# block 1

### Routing congestion, block 1

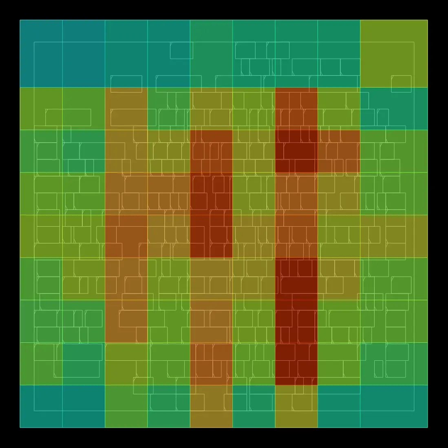

### src/rtl/spi_reg_ctrl.sv
// Purpose: command/burst sequencer between the SPI byte engine and the register file.
// Latency: command rx_valid -> reg_rd_en 1 clk; reg_rd_en -> tx_byte valid 2 clk.
// Backpressure: none; the byte engine guarantees >= 4 clk between rx_valid pulses.
//
// Ports:
//   clk, rst_n        system clock, synchronous active-low reset
//   cs_active         synchronised chip select (frame envelope)
//   rx_valid, rx_byte received MOSI byte strobe and data
//   tx_byte           next MISO byte, loaded by the engine when rx_valid=1
//   reg_addr          register bus address (auto-incrementing during bursts)
//   reg_rd_en         one-cycle read strobe; reg_rdata valid the cycle after
//   reg_rdata         register read data
//   reg_wr_en         one-cycle write strobe with reg_wdata
//   busy              frame in progress (state != IDLE)
//   overrun           sticky: a byte arrived before read data was staged
module spi_reg_ctrl #(
  parameter int              ADDR_W     = 7,
  parameter int              DATA_W     = 8,
  parameter logic [DATA_W-1:0] DUMMY_BYTE = 8'h00
) (
  input  logic              clk,
  input  logic              rst_n,
  input  logic              cs_active,
  input  logic              rx_valid,
  input  logic [DATA_W-1:0] rx_byte,
  output logic [DATA_W-1:0] tx_byte,
  output logic [ADDR_W-1:0] reg_addr,
  output logic              reg_rd_en,
  input  logic [DATA_W-1:0] reg_rdata,
  output logic              reg_wr_en,
  output logic [DATA_W-1:0] reg_wdata,
  output logic              busy,
  output logic              overrun
);

  typedef enum logic [2:0] {
    IDLE       = 3'd0,
    CMD        = 3'd1,
    RD_ISSUE   = 3'd2,
    RD_CAPTURE = 3'd3,
    RD_STREAM  = 3'd4,
    WR_STREAM  = 3'd5
  } state_t;

  state_t state;

  localparam logic [ADDR_W-1:0] ADDR_ONE = ADDR_W'(1);

  always_ff @(posedge clk) begin
    if (!rst_n) begin
      state     <= IDLE;
      tx_byte   <= DUMMY_BYTE;
      reg_addr  <= '0;
      reg_wdata <= '0;
      reg_rd_en <= 1'b0;
      reg_wr_en <= 1'b0;
      busy      <= 1'b0;
      overrun   <= 1'b0;
    end else begin
      // Strobes are single-cycle by construction: cleared every edge unless re-armed below.
      reg_rd_en <= 1'b0;
      reg_wr_en <= 1'b0;

      // The address advances in the cycle after a write strobe. This is independent of
      // the state so a write that was accepted just before cs dropped still completes.
      if (reg_wr_en) begin
        reg_addr <= reg_addr + ADDR_ONE;
      end

      if (!cs_active) begin
        // Abort from any state; no new strobes are armed here.
        state   <= IDLE;
        busy    <= 1'b0;
        tx_byte <= DUMMY_BYTE;
      end else begin
        case (state)
          IDLE: begin
            // An rx_valid coinciding with frame start is ignored.
            state   <= CMD;
            busy    <= 1'b1;
            overrun <= 1'b0;
            tx_byte <= DUMMY_BYTE;
          end

          CMD: begin
            // tx_byte stays DUMMY so the byte after the command is the read latency byte.
            if (rx_valid) begin
              reg_addr <= rx_byte[ADDR_W-1:0];
              if (rx_byte[7]) begin
                state <= WR_STREAM;
              end else begin
                state     <= RD_ISSUE;
                reg_rd_en <= 1'b1;
              end
            end
          end

          RD_ISSUE: begin
            // reg_rd_en is high during this state; the register file responds next cycle.
            state <= RD_CAPTURE;
            if (rx_valid) begin
              overrun  <= 1'b1;
              reg_addr <= reg_addr + ADDR_ONE;
            end
          end

          RD_CAPTURE: begin
            tx_byte <= reg_rdata;
            state   <= RD_STREAM;
            if (rx_valid) begin
              overrun  <= 1'b1;
              reg_addr <= reg_addr + ADDR_ONE;
            end
          end

          RD_STREAM: begin
            // The engine loads tx_byte on this rx_valid; prefetch the next register.
            if (rx_valid) begin
              reg_addr  <= reg_addr + ADDR_ONE;
              reg_rd_en <= 1'b1;
              state     <= RD_ISSUE;
            end
          end

          WR_STREAM: begin
            tx_byte <= DUMMY_BYTE;
            if (rx_valid) begin
              reg_wr_en <= 1'b1;
              reg_wdata <= rx_byte;
            end
          end

          default: begin
            state <= IDLE;
            busy  <= 1'b0;
          end
        endcase
      end
    end
  end

endmodule

### config.mk
export PLATFORM = sky130hd
export DESIGN_NAME = spi_reg_ctrl
export DESIGN_NICKNAME = d
export VERILOG_FILES = /design/src/rtl/spi_reg_ctrl.sv
export SDC_FILE = /design/constraint.sdc
export NUM_CORES = 1
export LEC_CHECK = 0
export CORE_MARGIN = 2
export CORE_UTILIZATION = 42
export CTS_CLUSTER_DIAMETER = 80
export CTS_CLUSTER_SIZE = 20
export DETAILED_ROUTE_END_ITERATION = 8
export PLACE_DENSITY = 0.79
export REMOVE_ABC_BUFFERS = 1
export SYNTH_ARGS = -nofsm -noshare
export SYNTH_HDL_FRONTEND = slang
export SYNTH_SLANG_ARGS = --single-unit
### constraint.sdc
create_clock -name clk -period 1.7 [get_ports clk]
set_clock_uncertainty 0.15 [all_clocks]
set_input_delay 0.425 -clock clk [delete_from_list [all_inputs] [get_ports clk]]
set_output_delay 0.425 -clock clk [all_outputs]
set_load 0.01 [all_outputs]
# block 2

File: src/rtl/div_seq.sv
// div_seq: iterative signed divider for the multicycle MIPS core (div rs, rt).
// Restoring division on operand magnitudes, one quotient bit per clock, with
// the signs applied in a final fix-up cycle. The quotient goes to lo and the
// remainder to hi. A zero divisor is reported on div_zero without touching
// hi or lo.
module div_seq #(
  parameter int WIDTH = 32
) (
  input  logic             clk,
  input  logic             reset,
  input  logic             start,
  input  logic [WIDTH-1:0] a,
  input  logic [WIDTH-1:0] b,
  output logic [WIDTH-1:0] hi,
  output logic [WIDTH-1:0] lo,
  output logic             ready,
  output logic             div_zero,
  output logic             busy
);

  localparam int CW = $clog2(WIDTH);

  typedef enum logic [1:0] {
    S_IDLE,
    S_CALC,
    S_FIX,
    S_DONE
  } state_t;

  state_t           r_state;
  logic [WIDTH-1:0] r_q;        // dividend magnitude, shifted out as quotient bits shift in
  logic [WIDTH-1:0] r_r;        // partial remainder, always < |b| between iterations
  logic [WIDTH-1:0] r_abs_b;
  logic [CW-1:0]    r_count;
  logic             r_sa;
  logic             r_sb;
  logic [WIDTH-1:0] r_hi;
  logic [WIDTH-1:0] r_lo;
  logic             r_ready;
  logic             r_div_zero;
  logic             r_busy;

  logic [WIDTH-1:0] w_abs_a;
  logic [WIDTH-1:0] w_abs_b;
  logic [WIDTH:0]   w_r_shift;  // one extra bit: the shifted remainder can reach 2*|b|-1
  logic [WIDTH:0]   w_r_diff;
  logic             w_ge;
  logic [WIDTH-1:0] w_q_shift;

  assign hi       = r_hi;
  assign lo       = r_lo;
  assign ready    = r_ready;
  assign div_zero = r_div_zero;
  assign busy     = r_busy;

  // Operand magnitudes and the trial subtraction for the current iteration.
  // Negating 0x80000000 yields 0x80000000, which is its correct unsigned magnitude.
  always_comb begin
    // NOTE: every always_comb output gets a value on every path, so no latch can be inferred.
    w_abs_a   = a[WIDTH-1] ? -a : a;
    w_abs_b   = b[WIDTH-1] ? -b : b;
    w_r_shift = {r_r, r_q[WIDTH-1]};
    w_r_diff  = w_r_shift - {1'b0, r_abs_b};
    w_ge      = (w_r_shift >= {1'b0, r_abs_b});
    w_q_shift = {r_q[WIDTH-2:0], 1'b0};
  end

  // Control FSM and datapath; every output is a register.
  always_ff @(posedge clk) begin
    // NOTE: sequential state uses non-blocking assignments so all registers update from pre-edge values.
    if (reset) begin
      // NOTE: the datapath registers are cleared too, so no stale operand survives a mid-operation reset.
      r_state    <= S_IDLE;
      r_q        <= '0;
      r_r        <= '0;
      r_abs_b    <= '0;
      r_count    <= '0;
      r_sa       <= 1'b0;
      r_sb       <= 1'b0;
      r_hi       <= '0;
      r_lo       <= '0;
      r_ready    <= 1'b0;
      r_div_zero <= 1'b0;
      r_busy     <= 1'b0;
    end else begin
      r_ready <= 1'b0;
      case (r_state)
        S_IDLE, S_DONE: begin
          if (start) begin
            if (b == '0) begin
              r_div_zero <= 1'b1;
              r_ready    <= 1'b1;
              r_state    <= S_DONE;
            end else begin
              r_q        <= w_abs_a;
              r_abs_b    <= w_abs_b;
              r_sa       <= a[WIDTH-1];
              r_sb       <= b[WIDTH-1];
              r_r        <= '0;
              r_count    <= '0;
              r_div_zero <= 1'b0;
              r_busy     <= 1'b1;
              r_state    <= S_CALC;
            end
          end else begin
            r_state <= S_IDLE;
          end
        end

        S_CALC: begin
          // The restored remainder is below |b|, so it fits back into WIDTH bits.
          r_r     <= w_ge ? w_r_diff[WIDTH-1:0] : w_r_shift[WIDTH-1:0];
          r_q     <= {w_q_shift[WIDTH-1:1], w_ge};
          r_count <= r_count + CW'(1);
          if (r_count == CW'(WIDTH - 1)) begin
            r_state <= S_FIX;
          end
        end

        S_FIX: begin
          // Quotient truncates toward zero; remainder takes the dividend's sign.
          r_lo    <= (r_sa ^ r_sb) ? -r_q : r_q;
          r_hi    <= r_sa ? -r_r : r_r;
          r_ready <= 1'b1;
          r_busy  <= 1'b0;
          r_state <= S_DONE;
        end

        default: begin
          r_state <= S_IDLE;
        end
      endcase
    end
  end

endmodule

File: config.mk
export PLATFORM = sky130hd
export DESIGN_NAME = div_seq
export DESIGN_NICKNAME = d
export VERILOG_FILES = /design/src/rtl/div_seq.sv
export SDC_FILE = /design/constraint.sdc
export NUM_CORES = 1
export LEC_CHECK = 0
export ABC_CLOCK_PERIOD_IN_PS = 3900
export CAP_MARGIN = 20
export CORE_ASPECT_RATIO = 1.4
export CORE_MARGIN = 3
export CORE_UTILIZATION = 40
export CTS_CLUSTER_DIAMETER = 30
export CTS_CLUSTER_SIZE = 8
export DETAILED_ROUTE_END_ITERATION = 12
export PLACE_DENSITY = 0.72
export SLEW_MARGIN = 20
export SYNTH_ARGS = -nofsm -noshare
export SYNTH_HDL_FRONTEND = slang
export SYNTH_SLANG_ARGS = --single-unit
File: constraint.sdc
create_clock -name clk -period 3.9 [get_ports clk]
set_input_delay 0.975 -clock clk [delete_from_list [all_inputs] [get_ports clk]]
set_output_delay 0.975 -clock clk [all_outputs]
set_load 0.01 [all_outputs]
# block 3

[src/rtl/lift_sequencer.sv]
// lift_sequencer
//   Walks one line of samples held in single-port RAM and feeds each sample
//   with its two (mirrored) neighbours to an external lifting unit, then
//   writes the lifting result back to a destination buffer.  Samples are
//   handled strictly one at a time: read L, S, R -> present to lifter ->
//   write result, so overlapping source/destination ranges behave in order.
//
//   Per sample: FETCH (3 + RD_LAT) + CALC (JPEG_LAT) + WR (1) cycles.
//
// Parameters
//   RD_LAT    cycles from ram_addr issue to valid ram_data_out
//   JPEG_LAT  cycles from stable l_s/s_s/r_s to valid res_s (>= 1)
//
// Ports
//   clk, rst             clock, asynchronous active-high reset
//   start                one-cycle request (ignored while busy)
//   f_i, e_o             forward/inverse, even/odd select (latched at start)
//   src_addr, dst_addr   source / destination base word addresses
//   count                samples in the line (0 -> immediate done)
//   abort                only with LIFT_SEQ_ABORT_EN: stop the line early
//   busy, done           status; done is a one-cycle pulse
//   ram_addr, ram_data_in, ram_wren, ram_data_out   SPRAM master port
//   l_s, s_s, r_s, e_o_s, f_i_s, res_s              lifting-unit port
//
// Optional feature macro: LIFT_SEQ_ABORT_EN
module lift_sequencer #(
  parameter int RD_LAT   = 2,
  parameter int JPEG_LAT = 1
) (
  input  logic               clk,
  input  logic               rst,
  input  logic               start,
  input  logic               f_i,
  input  logic               e_o,
  input  logic [15:0]        src_addr,
  input  logic [15:0]        dst_addr,
  input  logic [15:0]        count,
`ifdef LIFT_SEQ_ABORT_EN
  input  logic               abort,
`endif
  output logic               busy,
  output logic               done,
  output logic [15:0]        ram_addr,
  output logic [15:0]        ram_data_in,
  output logic               ram_wren,
  input  logic [15:0]        ram_data_out,
  output logic signed [15:0] l_s,
  output logic signed [15:0] s_s,
  output logic signed [15:0] r_s,
  output logic               e_o_s,
  output logic               f_i_s,
  input  logic signed [15:0] res_s
);

  // Phase-counter values: reads issue at phases 0,1,2 and each word is
  // captured RD_LAT phases later, so R lands on the last FETCH phase.
  localparam logic [15:0] CAP_L      = 16'(RD_LAT);
  localparam logic [15:0] CAP_S      = 16'(RD_LAT + 1);
  localparam logic [15:0] FETCH_LAST = 16'(RD_LAT + 2);
  localparam logic [15:0] CALC_LAST  = 16'(JPEG_LAT - 1);

  typedef enum logic [2:0] {IDLE, FETCH, CALC, WR, DONE} state_t;

  state_t             state_q, state_d;
  logic [15:0]        i_q, i_d;
  logic [15:0]        ph_q, ph_d;
  logic signed [15:0] l_s_q, l_s_d, s_s_q, s_s_d, r_s_q, r_s_d;
  logic               e_o_s_q, e_o_s_d, f_i_s_q, f_i_s_d;

  // Line configuration and the first two fetched words; these are only
  // consumed after being written, so they carry no reset.
  logic [15:0]        src_q, dst_q, num_q;
  logic               fi_q, eo_q;
  logic [15:0]        l_q, s_q;

  logic               cfg_load;
  logic               present;
  logic [15:0]        last_idx, nb_l, nb_r;

  // Symmetric mirror at both line ends; a single-sample line mirrors onto
  // itself.
  always_comb begin
    last_idx = num_q - 16'd1;
    nb_l     = (i_q != 16'd0) ? i_q - 16'd1 : ((num_q > 16'd1) ? 16'd1 : 16'd0);
    nb_r     = (i_q < last_idx) ? i_q + 16'd1
             : ((num_q > 16'd1) ? i_q - 16'd1 : 16'd0);
  end

  always_comb begin
    state_d  = state_q;
    i_d      = i_q;
    ph_d     = ph_q;
    cfg_load = 1'b0;
    case (state_q)
      IDLE: begin
        if (start) begin
          if (count != 16'd0) begin
            cfg_load = 1'b1;
            i_d      = 16'd0;
            ph_d     = 16'd0;
            state_d  = FETCH;
          end else begin
            state_d  = DONE;
          end
        end
      end
      FETCH: begin
        if (ph_q == FETCH_LAST) begin
          ph_d    = 16'd0;
          state_d = CALC;
        end else begin
          ph_d    = ph_q + 16'd1;
        end
      end
      CALC: begin
        if (ph_q == CALC_LAST) begin
          ph_d    = 16'd0;
          state_d = WR;
        end else begin
          ph_d    = ph_q + 16'd1;
        end
      end
      WR: begin
        ph_d = 16'd0;
        if (i_q == last_idx) begin
          state_d = DONE;
        end else begin
          i_d     = i_q + 16'd1;
          state_d = FETCH;
        end
      end
      DONE:    state_d = IDLE;
      default: state_d = IDLE;
    endcase
`ifdef LIFT_SEQ_ABORT_EN
    // An in-flight write is always allowed to finish; abort only cuts
    // FETCH/CALC short.
    if (abort && (state_q == FETCH || state_q == CALC)) begin
      state_d = DONE;
    end
`endif
  end

  // Lifter inputs change only on the FETCH->CALC edge, so they are stable
  // through CALC and hold their value everywhere else.
  always_comb begin
    present = (state_q == FETCH) && (state_d == CALC);
    l_s_d   = l_s_q;
    s_s_d   = s_s_q;
    r_s_d   = r_s_q;
    e_o_s_d = e_o_s_q;
    f_i_s_d = f_i_s_q;
    if (present) begin
      l_s_d   = $signed(l_q);
      s_s_d   = $signed(s_q);
      r_s_d   = $signed(ram_data_out);
      e_o_s_d = eo_q;
      f_i_s_d = fi_q;
    end
  end

  always_ff @(posedge clk or posedge rst) begin
    if (rst) begin
      state_q <= IDLE;
      i_q     <= 16'd0;
      ph_q    <= 16'd0;
      l_s_q   <= '0;
      s_s_q   <= '0;
      r_s_q   <= '0;
      e_o_s_q <= 1'b0;
      f_i_s_q <= 1'b0;
    end else begin
      state_q <= state_d;
      i_q     <= i_d;
      ph_q    <= ph_d;
      l_s_q   <= l_s_d;
      s_s_q   <= s_s_d;
      r_s_q   <= r_s_d;
      e_o_s_q <= e_o_s_d;
      f_i_s_q <= f_i_s_d;
    end
  end

  always_ff @(posedge clk) begin
    if (cfg_load) begin
      src_q <= src_addr;
      dst_q <= dst_addr;
      num_q <= count;
      fi_q  <= f_i;
      eo_q  <= e_o;
    end
    if (state_q == FETCH && ph_q == CAP_L) l_q <= ram_data_out;
    if (state_q == FETCH && ph_q == CAP_S) s_q <= ram_data_out;
  end

  // RAM port is decoded from state so reset clears it immediately.
  always_comb begin
    busy        = (state_q != IDLE);
    done        = (state_q == DONE);
    ram_wren    = (state_q == WR);
    ram_addr    = 16'd0;
    ram_data_in = 16'd0;
    if (state_q == FETCH) begin
      case (ph_q)
        16'd0:   ram_addr = src_q + nb_l;
        16'd1:   ram_addr = src_q + i_q;
        16'd2:   ram_addr = src_q + nb_r;
        default: ram_addr = 16'd0;
      endcase
    end else if (state_q == WR) begin
      ram_addr    = dst_q + i_q;
      ram_data_in = $unsigned(res_s);
    end
  end

  assign l_s   = l_s_q;
  assign s_s   = s_s_q;
  assign r_s   = r_s_q;
  assign e_o_s = e_o_s_q;
  assign f_i_s = f_i_s_q;

endmodule

[config.mk]
export PLATFORM = sky130hd
export DESIGN_NAME = lift_sequencer
export DESIGN_NICKNAME = d
export VERILOG_FILES = /design/src/rtl/lift_sequencer.sv
export SDC_FILE = /design/constraint.sdc
export NUM_CORES = 1
export LEC_CHECK = 0
export CAP_MARGIN = 15
export CORE_MARGIN = 2
export CORE_UTILIZATION = 41
export CTS_BUF_LIST = sky130_fd_sc_hd__clkbuf_8
export CTS_CLUSTER_DIAMETER = 150
export CTS_CLUSTER_SIZE = 28
export DETAILED_ROUTE_END_ITERATION = 10
export SLEW_MARGIN = 20
export SYNTH_ARGS = -nofsm -noshare
export SYNTH_HDL_FRONTEND = slang
export SYNTH_SLANG_ARGS = --single-unit
[constraint.sdc]
create_clock -name clk -period 14.9 [get_ports clk]
set_input_delay 2.235 -clock clk [delete_from_list [all_inputs] [get_ports clk]]
set_output_delay 2.235 -clock clk [all_outputs]
set_load 0.05 [all_outputs]
### Cell classes on the final placement, block 1

The bar under the picture is 20 um long.
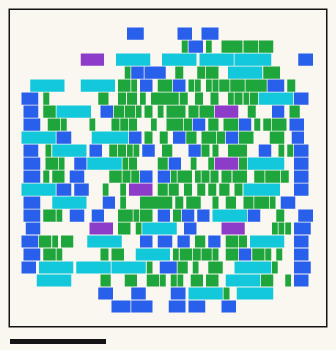
class	colour	cells	share of their area
remaining buffers and delay cells	blue	77	29%
registers	cyan	30	26%
remaining logic cells	green	165	42%
clock drivers and dummy loads	purple	6	3.6%

## Picture notes: 'Routing congestion' of block 1
post-layout util: 64.7%
post-detailed-route wirelength per cell: 13.6 um
met3 usage: 4.77%

==> summary.txt, block 1 <==
# setup viols final - 0
Clock network power - 0.559 mW
Initial antenna violation count - 0
Top Registers - reg_wdata x8, tx_byte x8, reg_addr x7
Critical R2R Launch - state[1]$_SDFFE_PN0P_
F_max - 618 MHz
Core area - 3690 um^2
LEAKAGE - 1.06 nW
MaxCap Viol Count - 0
Clock buf count - 6
Fp_density - 44.0%
Adder-cell share of the synthesized area - 0.772%
Gate Area - 948 um^2
Metal3 WL - 295 um
Share of layout cells above drive strength 1 - 19.1%
Slew Viols, Final - 0
H-tree levels - 2
Total global routing track utilization - 22.6%
Fillers - 360
Worst Setup End Kind - register
Cell Count, Final, Fillers Out - 326
CTS root buffer - clkbuf_8
First-pass GRT wire length - 7520 um
Aoi share - 24.8%
Post_cts resized - 37
DRC errors left - 0
Post-synth regs - 30
Status - complete, no violations
Initial DRT Pass Iterations - 4
[block 1: Yosys cell counts, types with 2 or more instances]
library cell,count
a21boi_0,7
a21oi_1,20
a22oi_1,10
a31oi_1,4
and2_1,3
and2b_1,2
buf_2,7
clkbuf_1,4
dfxtp_1,30
inv_1,5
nand2_1,28
nand2b_1,3
nand3_1,7
nor2_1,24
nor2b_1,6
nor3_1,5
o21ai_0,8
o22ai_1,3
o31a_1,3
or3_1,2
xnor2_1,5
xor2_1,3
### Cells by drive strength, block 3

The bar under the picture is 50 um long.
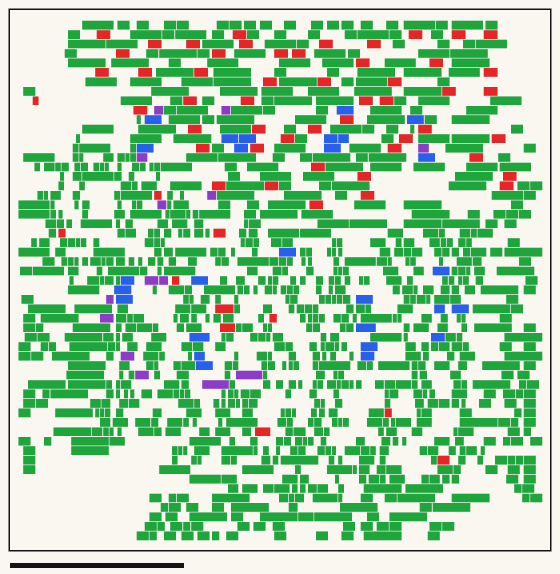
size	colour	cells
x6 and larger	blue	27
x3 and x4	purple	14
x1 and smaller	green	945
x2	red	61

### Logic cells by family, block 3

The bar under the picture is 50 um long.
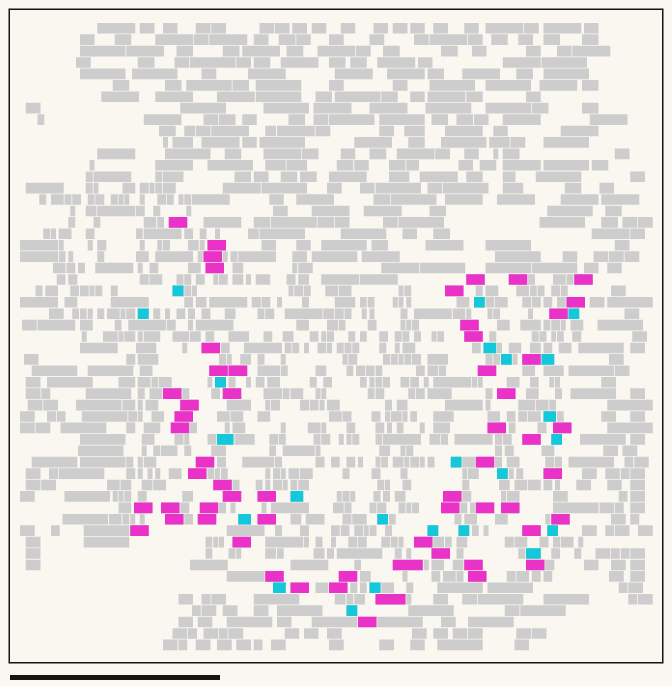
family	colour	cells	most used
non-inverting ao/oa cells	cyan	23	a21o_1
fa/ha/maj cells	magenta	59	ha_1
logic share of the area: 39.3%
most frequent logic cell in the layout: clkdlybuf4s50_1
Cell Count, Final, Fillers Out: 1333

==> summary.txt, block 3 <==
Routed WL - 23300 um
Layout net count - 1178
DRT antenna net count - 0
Total global routing track utilization - 19.4%
Synth Area per Inst - 10.7 um^2
MUX share of area - 6.11%
I/O pins - 170
CTS root buffer - clkbuf_8
H-tree levels - 4
Slew Viols, Final - 0
NonClk Buf Share - 14.7%
Num CTS Buffers - 17
Post-synth EDFFs - 82
MaxCap Viol Count - 0
Top_reg_cell synth - dfrtp_1
Post_cts resized - 0
Core area - 22600 um^2
Vias in the first global route - 6850
WHS Path Cells - 1
CP max stage delay - 0.86 ns
Setup TNS - 0 ns
Status - complete, no violations
RSZ-0062 raised after global routing - false
CP Launch Type - register
[block 3: routing by layer]
| layer | GRT usage (%) | share of wire, % | wire [um] | vias to the layer above |
|---|---|---|---|---|
| li1 | - | - | - | 3609 |
| met1 | 27.3 | 47 | 11000 | 3499 |
| met2 | 29.9 | 45 | 10600 | 186 |
| met3 | 4.40 | 5.5 | 1280 | 22 |
| met4 | 6.38 | 1.7 | 385 | 0 |
| met5 | 0 | 0 | 0 | - |
### M1 wires, block 2

The bar under the picture is 50 um long. Supply wires on this layer in grey. Cells faint in the background.
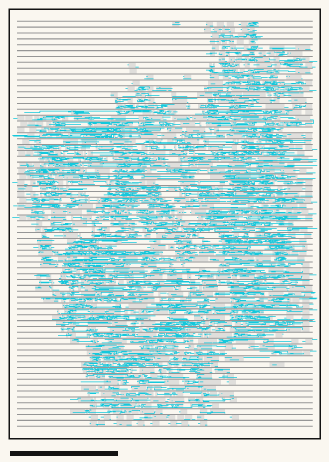
longest straight run	36.8 um
wire length on this layer	12300 um
main direction	horizontal
nets with wire on the layer	1426

### Cell classes on the final placement, block 2

The bar under the picture is 50 um long.
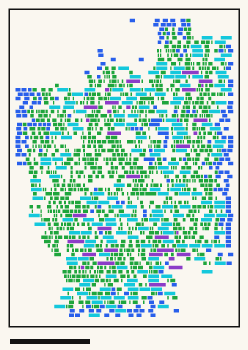
class	colour	cells	share of their area
remaining logic cells	green	1061	53%
registers	cyan	172	27%
remaining buffers and delay cells	blue	200	15%
clock drivers and dummy loads	purple	32	5.1%

==> summary.txt, block 2 <==
Status - complete, no violations
Port Buf Inserts - 133
Mi-comb count - 1004
Clk tree area frac - 4.90%
Crit path buffers/inverters - 1
Logic family by area - AND-OR/OR-AND gates
Max-area cell class - logic gates
Actual slew at the worst max-slew pin - 0.949 ns
Seq pwr share - 30.9%
Clock buf count - 20
Max-area cell share - 32.6%
MaxCap Viol Count - 0
Row count - 69
Simple Share, Synth - 18.2%
Design Power - 8.08 mW
Metal3 WL - 1120 um
Adder-cell share of the synthesized area - 4.92%
Layout net count - 1560
Worst reg2reg path depth - 11
CTS tree - built
Initial DRT Pass Iterations - 9
Largest net degree at the start of global routing - 83
Critical R2R Launch - r_r[5]$_SDFFE_PP0P_
==> block 2: stage by stage <==
step	utilization, %	cell area (um^2)	TNS (ns)	setup slack (ns)
after floorplan	-	10600	0	0.351
after global placement	48.8	12500	-0.770	-0.0660
after detailed placement	48.8	12500	-2.33	-0.107
after CTS	51.3	13200	0	0.354
after global routing	51.3	13200	0	0.257
final	51.3	13200	0	0.339
==> block 2: worst min-delay path, delay by kind of cell, from the launching register on <==
kind               cells  cell delay, ns
AOI/OAI and AO/OA      1            0.05
DFF                    1            0.31
and+or+nand+nor        1            0.05

# block 4

### Routing congestion, block 4

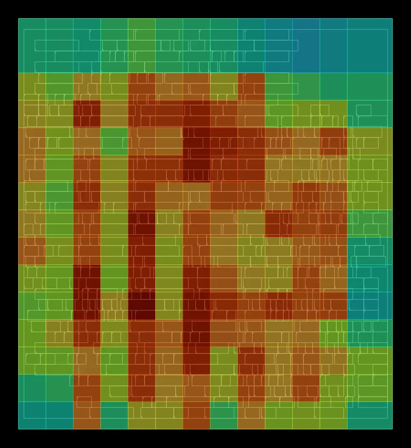

**src/rtl/fetch_sequencer.sv**
```systemverilog
// fetch_sequencer: program counter and run control with branch-target LUT and cycle counter
module fetch_sequencer #(
  parameter int D = 12,
  parameter int A = 3,
  parameter int CW = 16
) (
  input  logic          clk,
  input  logic          reset,
  input  logic          req,
  input  logic          halt,
  input  logic          br_en,
  input  logic [A-1:0]  br_idx,
  input  logic          lut_we,
  input  logic [A-1:0]  lut_waddr,
  input  logic [D-1:0]  lut_wdata,
  output logic [D-1:0]  prog_ctr,
  output logic          running,
  output logic          done,
  output logic [CW-1:0] cycle_cnt
);
  typedef enum logic [1:0] {IDLE, RUN, DONE} state_t;
  state_t state;
  logic [D-1:0] lut [2**A];
  logic start;
  assign start = req && state != RUN;
  always_ff @(posedge clk) begin
    if (reset) begin
      state <= IDLE;
      prog_ctr <= '0;
      running <= 1'b0;
      done <= 1'b0;
      cycle_cnt <= '0;
      for (int i = 0; i < 2**A; i++) lut[i] <= '0;
    end else begin
      if (lut_we) lut[lut_waddr] <= lut_wdata;
      if (start) begin
        state <= RUN;
        prog_ctr <= '0;
        running <= 1'b1;
        done <= 1'b0;
        cycle_cnt <= '0;
      end else if (state == RUN) begin
        cycle_cnt <= &cycle_cnt ? cycle_cnt : cycle_cnt + CW'(1);
        if (halt) begin
          state <= DONE;
          running <= 1'b0;
          done <= 1'b1;
        end else begin
          // the branch reads the pre-edge LUT contents, so a same-cycle write is not seen
          prog_ctr <= br_en ? lut[br_idx] : prog_ctr + D'(1);
        end
      end
    end
  end
endmodule

```
**config.mk**
```make
export PLATFORM = sky130hd
export DESIGN_NAME = fetch_sequencer
export DESIGN_NICKNAME = d
export VERILOG_FILES = /design/src/rtl/fetch_sequencer.sv
export SDC_FILE = /design/constraint.sdc
export NUM_CORES = 1
export LEC_CHECK = 0
export CORE_ASPECT_RATIO = 1.1
export CORE_UTILIZATION = 64
export CTS_BUF_LIST = sky130_fd_sc_hd__clkbuf_8
export DETAILED_ROUTE_END_ITERATION = 16
export PLACE_DENSITY = 0.95
export SYNTH_ARGS = -nofsm -noshare
export SYNTH_HDL_FRONTEND = slang
export SYNTH_SLANG_ARGS = --single-unit
```
**constraint.sdc**
```tcl
create_clock -name clk -period 5.9 [get_ports clk]
set_clock_uncertainty 0.2 [all_clocks]
set_input_delay 1.18 -clock clk [delete_from_list [all_inputs] [get_ports clk]]
set_output_delay 1.18 -clock clk [all_outputs]
set_load 0.01 [all_outputs]
```
# block 5

**src/rtl/cbus_nway_arbiter_pkg.sv**
```systemverilog
// cbus_nway_arbiter_pkg: CBus request/response types, arbiter policy/state enums and limits
package cbus_nway_arbiter_pkg;

    typedef struct packed {
        logic        valid;
        logic        is_write;
        logic [2:0]  size;
        logic [31:0] addr;
        logic [3:0]  strobe;
        logic [31:0] data;
        logic [7:0]  len;
    } cbus_req_t;

    typedef struct packed {
        logic        ready;
        logic        last;
        logic [31:0] data;
    } cbus_resp_t;

    typedef enum logic {ARB_FIXED = 1'b0, ARB_RR = 1'b1} arb_policy_t;

    typedef enum logic {ARB_IDLE = 1'b0, ARB_BUSY = 1'b1} arb_state_t;

    localparam int ARB_MAX_CH = 8;

endpackage

```
**src/rtl/cbus_nway_arbiter_if.sv**
```systemverilog
// cbus_nway_arbiter_if: upstream request/response array and the single downstream CBus; master = arbiter side, slave = requesters/downstream side
interface cbus_nway_arbiter_if #(
    parameter int NUM_CH = 2
);
    import cbus_nway_arbiter_pkg::*;

    cbus_req_t  [NUM_CH-1:0] ireqs;
    cbus_resp_t [NUM_CH-1:0] iresps;
    cbus_req_t               oreq;
    cbus_resp_t              oresp;

    modport master (input ireqs, oresp, output iresps, oreq);
    modport slave  (output ireqs, oresp, input iresps, oreq);

endinterface

```
**src/rtl/cbus_nway_arbiter_rr_picker.sv**
```systemverilog
// cbus_nway_arbiter_rr_picker: combinational cyclic priority pick starting at start_i (start_i=0 gives fixed priority)
module cbus_nway_arbiter_rr_picker #(
    parameter int NUM_CH = 2,
    parameter int SEL_W  = $clog2(NUM_CH)
) (
    input  logic [NUM_CH-1:0] valid_i,
    input  logic [SEL_W-1:0]  start_i,
    output logic [SEL_W-1:0]  win_o,
    output logic              any_o
);
    logic [NUM_CH-1:0] rot;
    int                off;

    // rotate start_i down to bit 0, take the lowest set bit, then map the offset back to a channel index
    always_comb begin
        rot = NUM_CH'({valid_i, valid_i} >> start_i);
        off = 0;
        for (int i = NUM_CH - 1; i >= 0; i--) off = rot[i] ? i : off;
        win_o = SEL_W'((off + int'(start_i)) % NUM_CH);
        any_o = |valid_i;
    end

endmodule

```
**src/rtl/cbus_nway_arbiter.sv**
```systemverilog
// cbus_nway_arbiter: NUM_CH-to-1 CBus arbiter holding each grant for a whole burst; define CBUS_ARB_STATS_EN for per-channel completion counters
module cbus_nway_arbiter
    import cbus_nway_arbiter_pkg::*;
#(
    parameter int NUM_CH = 2,
    parameter int POLICY = 1,
    parameter int SEL_W  = $clog2(NUM_CH)
) (
    input  logic                    clk,
    input  logic                    reset,
    cbus_nway_arbiter_if.master     bus,
    output logic                    busy,
    output logic [SEL_W-1:0]        grant_idx,
    output logic [NUM_CH-1:0][31:0] grant_cnt
);
    arb_state_t        state_q, state_d;
    logic [SEL_W-1:0]  sel_q, sel_d, rr_ptr_q, rr_ptr_d, start, win;
    logic [NUM_CH-1:0] valid_vec;
    logic              any_valid, done;

    for (genvar i = 0; i < NUM_CH; i++) begin : g_vld
        assign valid_vec[i] = bus.ireqs[i].valid;
    end

    assign start = (POLICY == int'(ARB_RR)) ? rr_ptr_q : '0;
    assign done  = (state_q == ARB_BUSY) && bus.oresp.ready && bus.oresp.last;

    cbus_nway_arbiter_rr_picker #(
        .NUM_CH(NUM_CH),
        .SEL_W (SEL_W)
    ) u_picker (
        .valid_i(valid_vec),
        .start_i(start),
        .win_o  (win),
        .any_o  (any_valid)
    );

    // state, selected channel and round-robin pointer registers
    always_ff @(posedge clk) begin
        if (!reset) begin
            state_q  <= ARB_IDLE;
            sel_q    <= '0;
            rr_ptr_q <= '0;
        end else begin
            state_q  <= state_d;
            sel_q    <= sel_d;
            rr_ptr_q <= rr_ptr_d;
        end
    end

    // grant on any request while idle; release after the last accepted beat and advance the pointer past the owner
    always_comb begin
        state_d  = (state_q == ARB_IDLE) ? (any_valid ? ARB_BUSY : ARB_IDLE) : (done ? ARB_IDLE : ARB_BUSY);
        sel_d    = (state_q == ARB_IDLE && any_valid) ? win : sel_q;
        rr_ptr_d = done ? ((int'(sel_q) == NUM_CH - 1) ? '0 : sel_q + SEL_W'(1)) : rr_ptr_q;
    end

    // route the owner's request downstream and the downstream response only to the owner
    always_comb begin
        busy      = state_q == ARB_BUSY;
        grant_idx = sel_q;
        bus.oreq  = busy ? bus.ireqs[sel_q] : '0;
        for (int i = 0; i < NUM_CH; i++) bus.iresps[i] = (busy && int'(sel_q) == i) ? bus.oresp : '0;
    end

`ifdef CBUS_ARB_STATS_EN
    logic [NUM_CH-1:0][31:0] cnt_q;

    // count completed transactions per channel, wrapping at 2^32
    always_ff @(posedge clk) begin
        if (!reset) cnt_q <= '0;
        else if (done) cnt_q[sel_q] <= cnt_q[sel_q] + 32'd1;
    end

    assign grant_cnt = cnt_q;
`else
    assign grant_cnt = '0;
`endif

endmodule
```
**src/flat_wrapper.sv**
```systemverilog
// flat-port wrapper written by rule: the top's interface ports become plain ports
module cbus_nway_arbiter_flat import cbus_nway_arbiter_pkg::*;
#(
    parameter int NUM_CH = 2,
    parameter int POLICY = 1,
    parameter int SEL_W  = $clog2(NUM_CH)
)
  (clk, reset, busy, grant_idx, grant_cnt, bus_ireqs, bus_oresp, bus_iresps, bus_oreq);
  cbus_nway_arbiter_if #(.NUM_CH(NUM_CH)) bus_i ();
  input  logic clk;
  input  logic reset;
  output logic busy;
  output logic [SEL_W-1:0] grant_idx;
  output logic [NUM_CH-1:0][31:0] grant_cnt;
  input wire logic [$bits(bus_i.ireqs)-1:0] bus_ireqs;
  input wire logic [$bits(bus_i.oresp)-1:0] bus_oresp;
  output wire logic [$bits(bus_i.iresps)-1:0] bus_iresps;
  output wire logic [$bits(bus_i.oreq)-1:0] bus_oreq;
  assign bus_i.ireqs = bus_ireqs;
  assign bus_i.oresp = bus_oresp;
  assign bus_iresps = bus_i.iresps;
  assign bus_oreq = bus_i.oreq;
  cbus_nway_arbiter #(.NUM_CH(NUM_CH), .POLICY(POLICY), .SEL_W(SEL_W)) u_core (.clk(clk), .reset(reset), .bus(bus_i), .busy(busy), .grant_idx(grant_idx), .grant_cnt(grant_cnt));
endmodule
```
**config.mk**
```make
export PLATFORM = sky130hd
export DESIGN_NAME = cbus_nway_arbiter_flat
export DESIGN_NICKNAME = d
export VERILOG_FILES = /design/src/rtl/cbus_nway_arbiter_pkg.sv /design/src/rtl/cbus_nway_arbiter_if.sv /design/src/rtl/cbus_nway_arbiter_rr_picker.sv /design/src/rtl/cbus_nway_arbiter.sv /design/src/flat_wrapper.sv
export SDC_FILE = /design/constraint.sdc
export NUM_CORES = 1
export LEC_CHECK = 0
export CAP_MARGIN = 40
export CORE_AREA = 2 2 161 163
export CTS_CLUSTER_SIZE = 8
export DETAILED_ROUTE_END_ITERATION = 10
export DIE_AREA = 0 0 163 165
export DONT_BUFFER_PORTS = 1
export RECOVER_POWER = 25
export SYNTH_ARGS = -nofsm -noshare
export SYNTH_HDL_FRONTEND = slang
export SYNTH_HIERARCHICAL = 1
export SYNTH_SLANG_ARGS = --single-unit
```
**constraint.sdc**
```tcl
create_clock -name clk -period 2.6 [get_ports clk]
set_clock_uncertainty 0.1 [all_clocks]
set_input_delay 0.65 -clock clk [delete_from_list [all_inputs] [get_ports clk]]
set_output_delay 0.65 -clock clk [all_outputs]
set_load 0.05 [all_outputs]
```
# block 6

==> config.mk <==
export PLATFORM = sky130hd
export DESIGN_NAME = gsim_band_solver
export DESIGN_NICKNAME = d
export VERILOG_FILES = /design/src/rtl/gsim_band_solver.sv
export SDC_FILE = /design/constraint.sdc
export NUM_CORES = 2
export LEC_CHECK = 0
export ABC_CLOCK_PERIOD_IN_PS = 26000
export CORE_ASPECT_RATIO = 2
export CORE_MARGIN = 2
export CORE_UTILIZATION = 45
export DETAILED_ROUTE_END_ITERATION = 10
export PLACE_DENSITY = 0.68
export SLEW_MARGIN = 20
export SYNTH_ARGS = -nofsm -noshare
export SYNTH_HDL_FRONTEND = slang
export SYNTH_SLANG_ARGS = --single-unit
==> constraint.sdc <==
create_clock -name clk -period 26 [get_ports clk]
set_clock_uncertainty 0.15 [all_clocks]
set_input_delay 3.9 -clock clk [delete_from_list [all_inputs] [get_ports clk]]
set_output_delay 3.9 -clock clk [all_outputs]
set_load 0.02 [all_outputs]
==> src/rtl/gsim_band_solver.sv <==
// Gauss-Seidel solver for a symmetric banded Toeplitz system (20, -13, 6, -1).
// Serial b load, in-place sweeps with optional early stop, ready/valid x stream.
module gsim_band_solver #(
  parameter int          N          = 16,
  parameter int          BW         = 16,
  parameter int          FRAC       = 16,
  parameter int          MAX_ITER   = 120,
  parameter int          EARLY_STOP = 1,
  parameter int          TOL        = 0,
  parameter logic [31:0] RECIP      = 32'h0CCCCCCD,
  parameter int          RSH        = 32,
  localparam int         XW         = BW + FRAC,
  localparam int         IW         = $clog2(N),
  localparam int         CW         = $clog2(MAX_ITER + 1)
) (
  input  logic                 clk,
  input  logic                 reset,
  input  logic                 in_en,
  input  logic signed [BW-1:0] b_in,
  output logic                 in_ready,
  output logic                 busy,
  output logic                 out_valid,
  input  logic                 out_ready,
  output logic signed [XW-1:0] x_out,
  output logic                 out_last,
  output logic [CW-1:0]        iter_cnt
);

  localparam int ACW = XW + 6;
  localparam int PW  = ACW + 33;

  typedef enum logic [1:0] {S_IDLE, S_LOAD, S_ITER, S_OUT} state_t;

  state_t                r_state, w_next;
  logic [IW-1:0]         r_idx;
  logic [CW-1:0]         r_iter;
  logic                  r_conv;
  logic signed [XW-1:0]  r_x [N];
  logic signed [BW-1:0]  r_b [N];

  logic                  w_last_idx, w_load_acc;
  logic signed [XW-1:0]  w_xm [1:3];
  logic signed [XW-1:0]  w_xp [1:3];
  logic signed [ACW-1:0] w_s1, w_s2, w_s3, w_acc_iter, w_acc, w_delta;
  logic signed [PW-1:0]  w_prod, w_shift;
  logic                  w_ovf, w_elem_ok, w_sweep_ok, w_done;
  logic signed [XW-1:0]  w_x_new;
  logic [CW-1:0]         w_iter_inc;

  assign w_last_idx = (r_idx == IW'(N - 1));
  assign w_load_acc = in_en & ((r_state == S_IDLE) | (r_state == S_LOAD));

  // NOTE: every comb output gets a default before any conditional write, so no latch is inferred.
  always_comb begin
    for (int d = 1; d <= 3; d++) begin
      w_xm[d] = '0;
      w_xp[d] = '0;
      if (r_idx >= IW'(d))       w_xm[d] = r_x[r_idx - IW'(d)];
      if (r_idx <= IW'(N-1-d))   w_xp[d] = r_x[r_idx + IW'(d)];
    end
  end

  assign w_s1 = ACW'(w_xm[1]) + ACW'(w_xp[1]);
  assign w_s2 = ACW'(w_xm[2]) + ACW'(w_xp[2]);
  assign w_s3 = ACW'(w_xm[3]) + ACW'(w_xp[3]);
  assign w_acc_iter = (ACW'(r_b[r_idx]) <<< FRAC)
                    + ((w_s1 <<< 3) + (w_s1 <<< 2) + w_s1)
                    - ((w_s2 <<< 2) + (w_s2 <<< 1))
                    + w_s3;

  // One reciprocal multiplier serves both the load seed and the sweep update.
  assign w_acc   = (r_state == S_ITER) ? w_acc_iter : (ACW'(b_in) <<< FRAC);
  assign w_prod  = PW'(w_acc) * PW'($signed({1'b0, RECIP}));
  assign w_shift = w_prod >>> RSH;
  assign w_ovf   = ~(&w_shift[PW-1:XW-1]) & (|w_shift[PW-1:XW-1]);
  assign w_x_new = w_ovf ? (w_shift[PW-1] ? {1'b1, {(XW-1){1'b0}}} : {1'b0, {(XW-1){1'b1}}})
                         : w_shift[XW-1:0];

  assign w_delta    = ACW'(w_x_new) - ACW'(r_x[r_idx]);
  assign w_elem_ok  = (w_delta <= ACW'(TOL)) && (w_delta >= -ACW'(TOL));
  assign w_sweep_ok = w_elem_ok & ((r_idx == '0) | r_conv);
  assign w_iter_inc = r_iter + CW'(1);
  assign w_done     = (w_iter_inc == CW'(MAX_ITER)) | ((EARLY_STOP != 0) & w_sweep_ok);

  // NOTE: sequential state uses non-blocking assignments so every register samples pre-edge values.
  always_ff @(posedge clk or posedge reset) begin
    if (reset) r_state <= S_IDLE;
    else       r_state <= w_next;
  end

  always_comb begin
    w_next = r_state;
    case (r_state)
      S_IDLE: if (in_en)                   w_next = S_LOAD;
      S_LOAD: if (in_en && w_last_idx)     w_next = S_ITER;
      S_ITER: if (w_last_idx && w_done)    w_next = S_OUT;
      S_OUT:  if (out_ready && w_last_idx) w_next = S_IDLE;
      default:                             w_next = S_IDLE;
    endcase
  end

  always_comb begin
    in_ready  = (r_state == S_IDLE) | (r_state == S_LOAD);
    busy      = (r_state == S_ITER) | (r_state == S_OUT);
    out_valid = (r_state == S_OUT);
    out_last  = (r_state == S_OUT) & w_last_idx;
    x_out     = (r_state == S_OUT) ? r_x[r_idx] : '0;
    iter_cnt  = r_iter;
  end

  always_ff @(posedge clk or posedge reset) begin
    if (reset) begin
      r_idx  <= '0;
      r_iter <= '0;
      r_conv <= 1'b0;
    end else begin
      case (r_state)
        S_IDLE: if (in_en) begin
          r_idx  <= IW'(1);
          r_iter <= '0;
        end
        S_LOAD: if (in_en) r_idx <= w_last_idx ? '0 : r_idx + IW'(1);
        S_ITER: begin
          r_idx  <= w_last_idx ? '0 : r_idx + IW'(1);
          r_conv <= w_sweep_ok;
          if (w_last_idx) r_iter <= w_iter_inc;
        end
        S_OUT:  if (out_ready) r_idx <= w_last_idx ? '0 : r_idx + IW'(1);
        default: r_idx <= '0;
      endcase
    end
  end

  // NOTE: the x and b arrays carry no reset; every entry is written before it is read.
  always_ff @(posedge clk) begin
    if (w_load_acc) begin
      r_x[r_idx] <= w_x_new;
      r_b[r_idx] <= b_in;
    end else if (r_state == S_ITER) begin
      r_x[r_idx] <= w_x_new;
    end
  end

endmodule
### Routing congestion, block 6

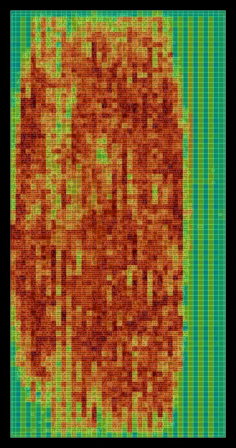
busiest grt layer: met2
grt met2 use: 56.4%

==> summary.txt, block 6 <==
Status - complete, no violations
Hold_ws - 0.368 ns
Core area - 165000 um^2
Max-area cell class - logic gates
Chip width - 292 um
Most frequent logic cell in the layout - inv_1
Reg2reg setup slack - 0.63 ns
Register share after synthesis - 31.3%
Fin area - 80400 um^2
Final worst-path cycle share - 97.6%
Seq cells - 782
Worst Path Required - 26.43 ns
Met3 usage - 4.48%
Top_reg_cell synth - edfxtp_1
Dpl hpwl - 206000 um
Largest net degree at the start of global routing - 148
Worst reg2reg path depth - 77
CTS tree - built
Die area - 170000 um^2
Placer Congestion - 1.05
## block 6: kinds of logic (layout without fill, tap and decap cells)
family / after synthesis / in the layout / share of synthesized area [%]
XOR/XNOR: 213 / 214 / 2.50
adder cells (fa/ha/maj): 1171 / 1171 / 26.2
AND-OR/OR-AND: 1364 / 1364 / 11.3
multiplexers: 722 / 722 / 14.3
other: 0 / 2 / 0
buffers and inverters: 1328 / 1274 / 6.72
flip-flops: 782 / 782 / 31.3
AND/OR/NAND/NOR: 1309 / 1309 / 7.69
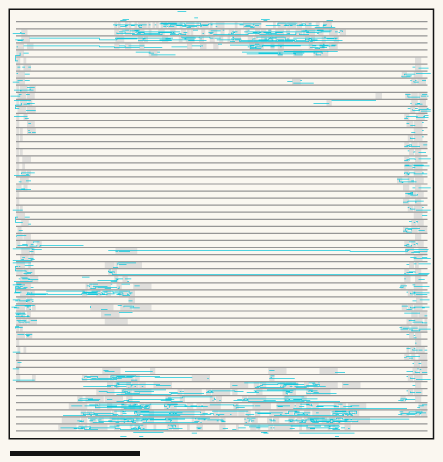
*M1 wires, block 5*
The bar under the picture is 50 um long. Supply wires on this layer in grey. Cells faint in the background.
nets with wire on the layer	481
wire length on this layer	3630 um
share of all routed wire	36%
main direction	horizontal
longest straight run	122 um

==> summary.txt, block 5 <==
Yosys cell types - 21
Max stage delay cell, worst path - buf_1
Port Buf Inserts - 0
Synthesized area - 2700 um^2
Xor/xnor cell area share of the yosys netlist - 0%
Worst R2R End - u_core/grant_idx$_SDFFE_PN0P_
Area grow syn2layout - 55.2%
Hold_ws - 0.406 ns
Most frequent logic cell in the layout - buf_4
Min-delay src - u_core/rr_ptr_q$_SDFFE_PN0P_
Post-CTS Hold Fix Bufs - 0
F_max - 420 MHz
Status - complete, no violations
Post_cts resized - 0
Crit path buffers/inverters - 2
Post-synth top area cell - mux2i_1
CP max stage delay - 0.47 ns
Fillers - 2817
Metal3 WL - 932 um
Dpl hpwl - 8960 um
Die area - 26900 um^2
## block 5: state kept, by name (all words and copies together) (netlist names)
name	flops
u_core/busy	1
u_core/grant_idx	1
u_core/rr_ptr_q	1
## block 5: layer usage
| layer | global-route usage (%) | up-vias |
|---|---|---|
| met2 | 12.4 | 213 |
| met3 | 0.879 | 2 |
| li1 | - | 1247 |
| met5 | 0 | - |
| met1 | 6.97 | 1168 |
| met4 | 1.09 | 0 |
## block 5: area by class of cell
cell class	instances	share of cell area [%]
inverter	1	0.0897
clock buffer	4	1.88
sequential	3	1.53
timing repair buffer	155	36.6
multi-input combinational	306	50.0
tap	330	9.87
### Cells by drive strength, block 4

The bar under the picture is 20 um long.
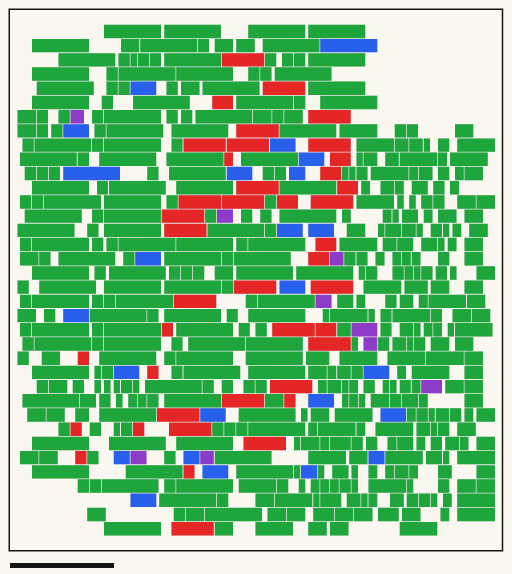
size	colour	cells
x6 and larger	blue	24
x1 and smaller	green	456
x2	red	41
x3 and x4	purple	9
area grow syn2layout: 16.1%
Final WS setup: 1.97 ns
Non-clock buffers: 54
fin area: 6940 um^2

### Logic cells by family, block 4

The bar under the picture is 20 um long.
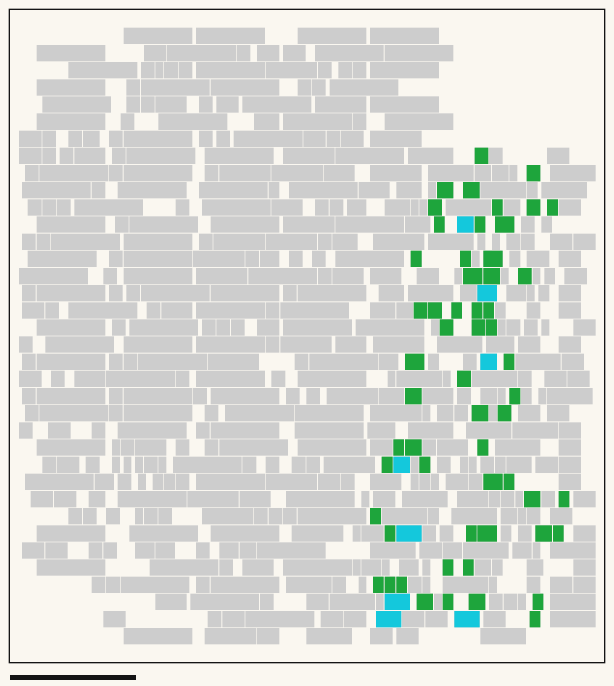
family	colour	cells	most used
aoi and oai cells	green	57	a21oi_1
non-inverting ao/oa cells	cyan	8	a2111o_1

Notes on 'Routing congestion' of block 4 above:
grt met1 use: 38.1%
post-layout util: 77.5%
busiest grt layer: met2
met3 usage: 8.70%

==> summary.txt, block 4 <==
Status - complete, no violations
DRT antenna net count - 0
Post-synth ARST share - 0%
Hold_ws - 0.310 ns
Total global routing track utilization - 31.0%
Row count - 36
Critical setup path kind - primary input to register
Max-area cell class - flip-flops and latches
Die area - 9740 um^2
Worst slack at placement - 1.61 ns
Fillers - 537
Top delay family on crit path - simple AND/OR/NAND/NOR gates
Relative slew margins - 6.49%
Non-CTS inverters - 3
Synth Area per Inst - 12.7 um^2
MaxCap Viol Count - 0
I/O pins - 54
Top sig layer - met4
==> block 4: kinds of logic (layout without fill, tap and decap cells) <==
kind of cell,after synthesis,in the layout,synth area share [%]
buffers and inverters,30,89,2.07
adder cells (fa/ha/maj),2,2,0.418
AND/OR/NAND/NOR,207,207,20.1
AND-OR/OR-AND,65,65,7.07
multiplexers,41,41,12.1
flip-flops,126,126,58.2

==> gallery <==
Cell classes on the final placement.
shot_01.png
The bar under the picture is 100 um long.
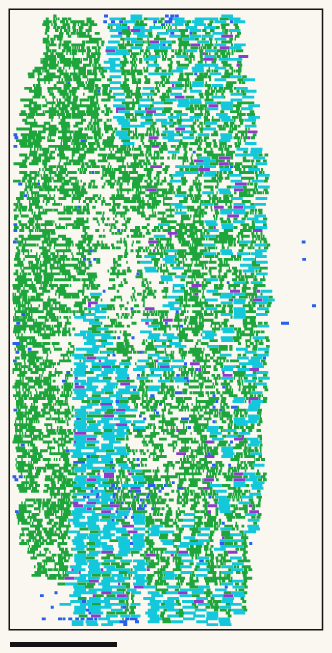
shot_02.png
The bar under the picture is 20 um long.
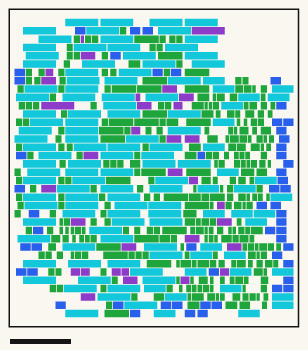
shot_03.png
The bar under the picture is 50 um long.
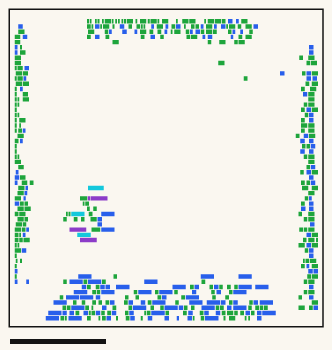
- block 5 = shot_03.png
- block 4 = shot_02.png
- block 6 = shot_01.png
Of these, fewest cells: shot_02.png
Of these, smallest die: shot_02.png

Key to shot_02.png:
class	colour	cells	share of their area
remaining buffers and delay cells	blue	54	7.9%
clock drivers and dummy loads	purple	32	5.8%
remaining logic cells	green	318	35%
registers	cyan	126	51%



==> screenshots <==
Routing congestion.
panel A
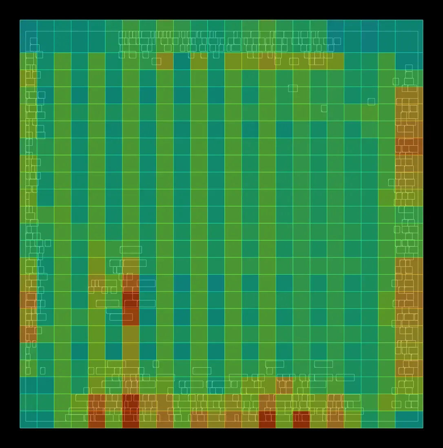
panel B
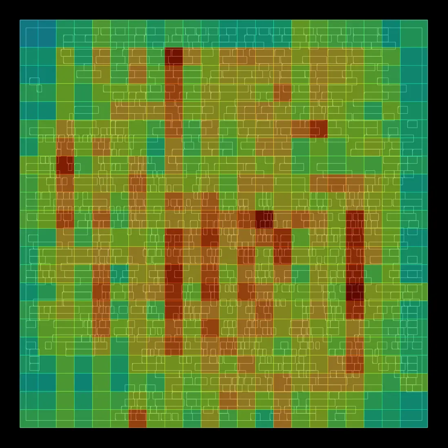
panel C
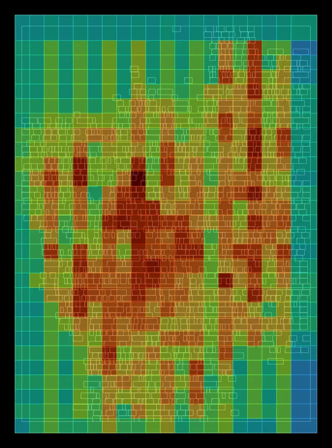
panel C -> block 2
panel A -> block 5
panel B -> block 3
Of these, lowest utilization: panel A
Of these, lowest track usage: panel A

Power and IR drop assume default switching activity.
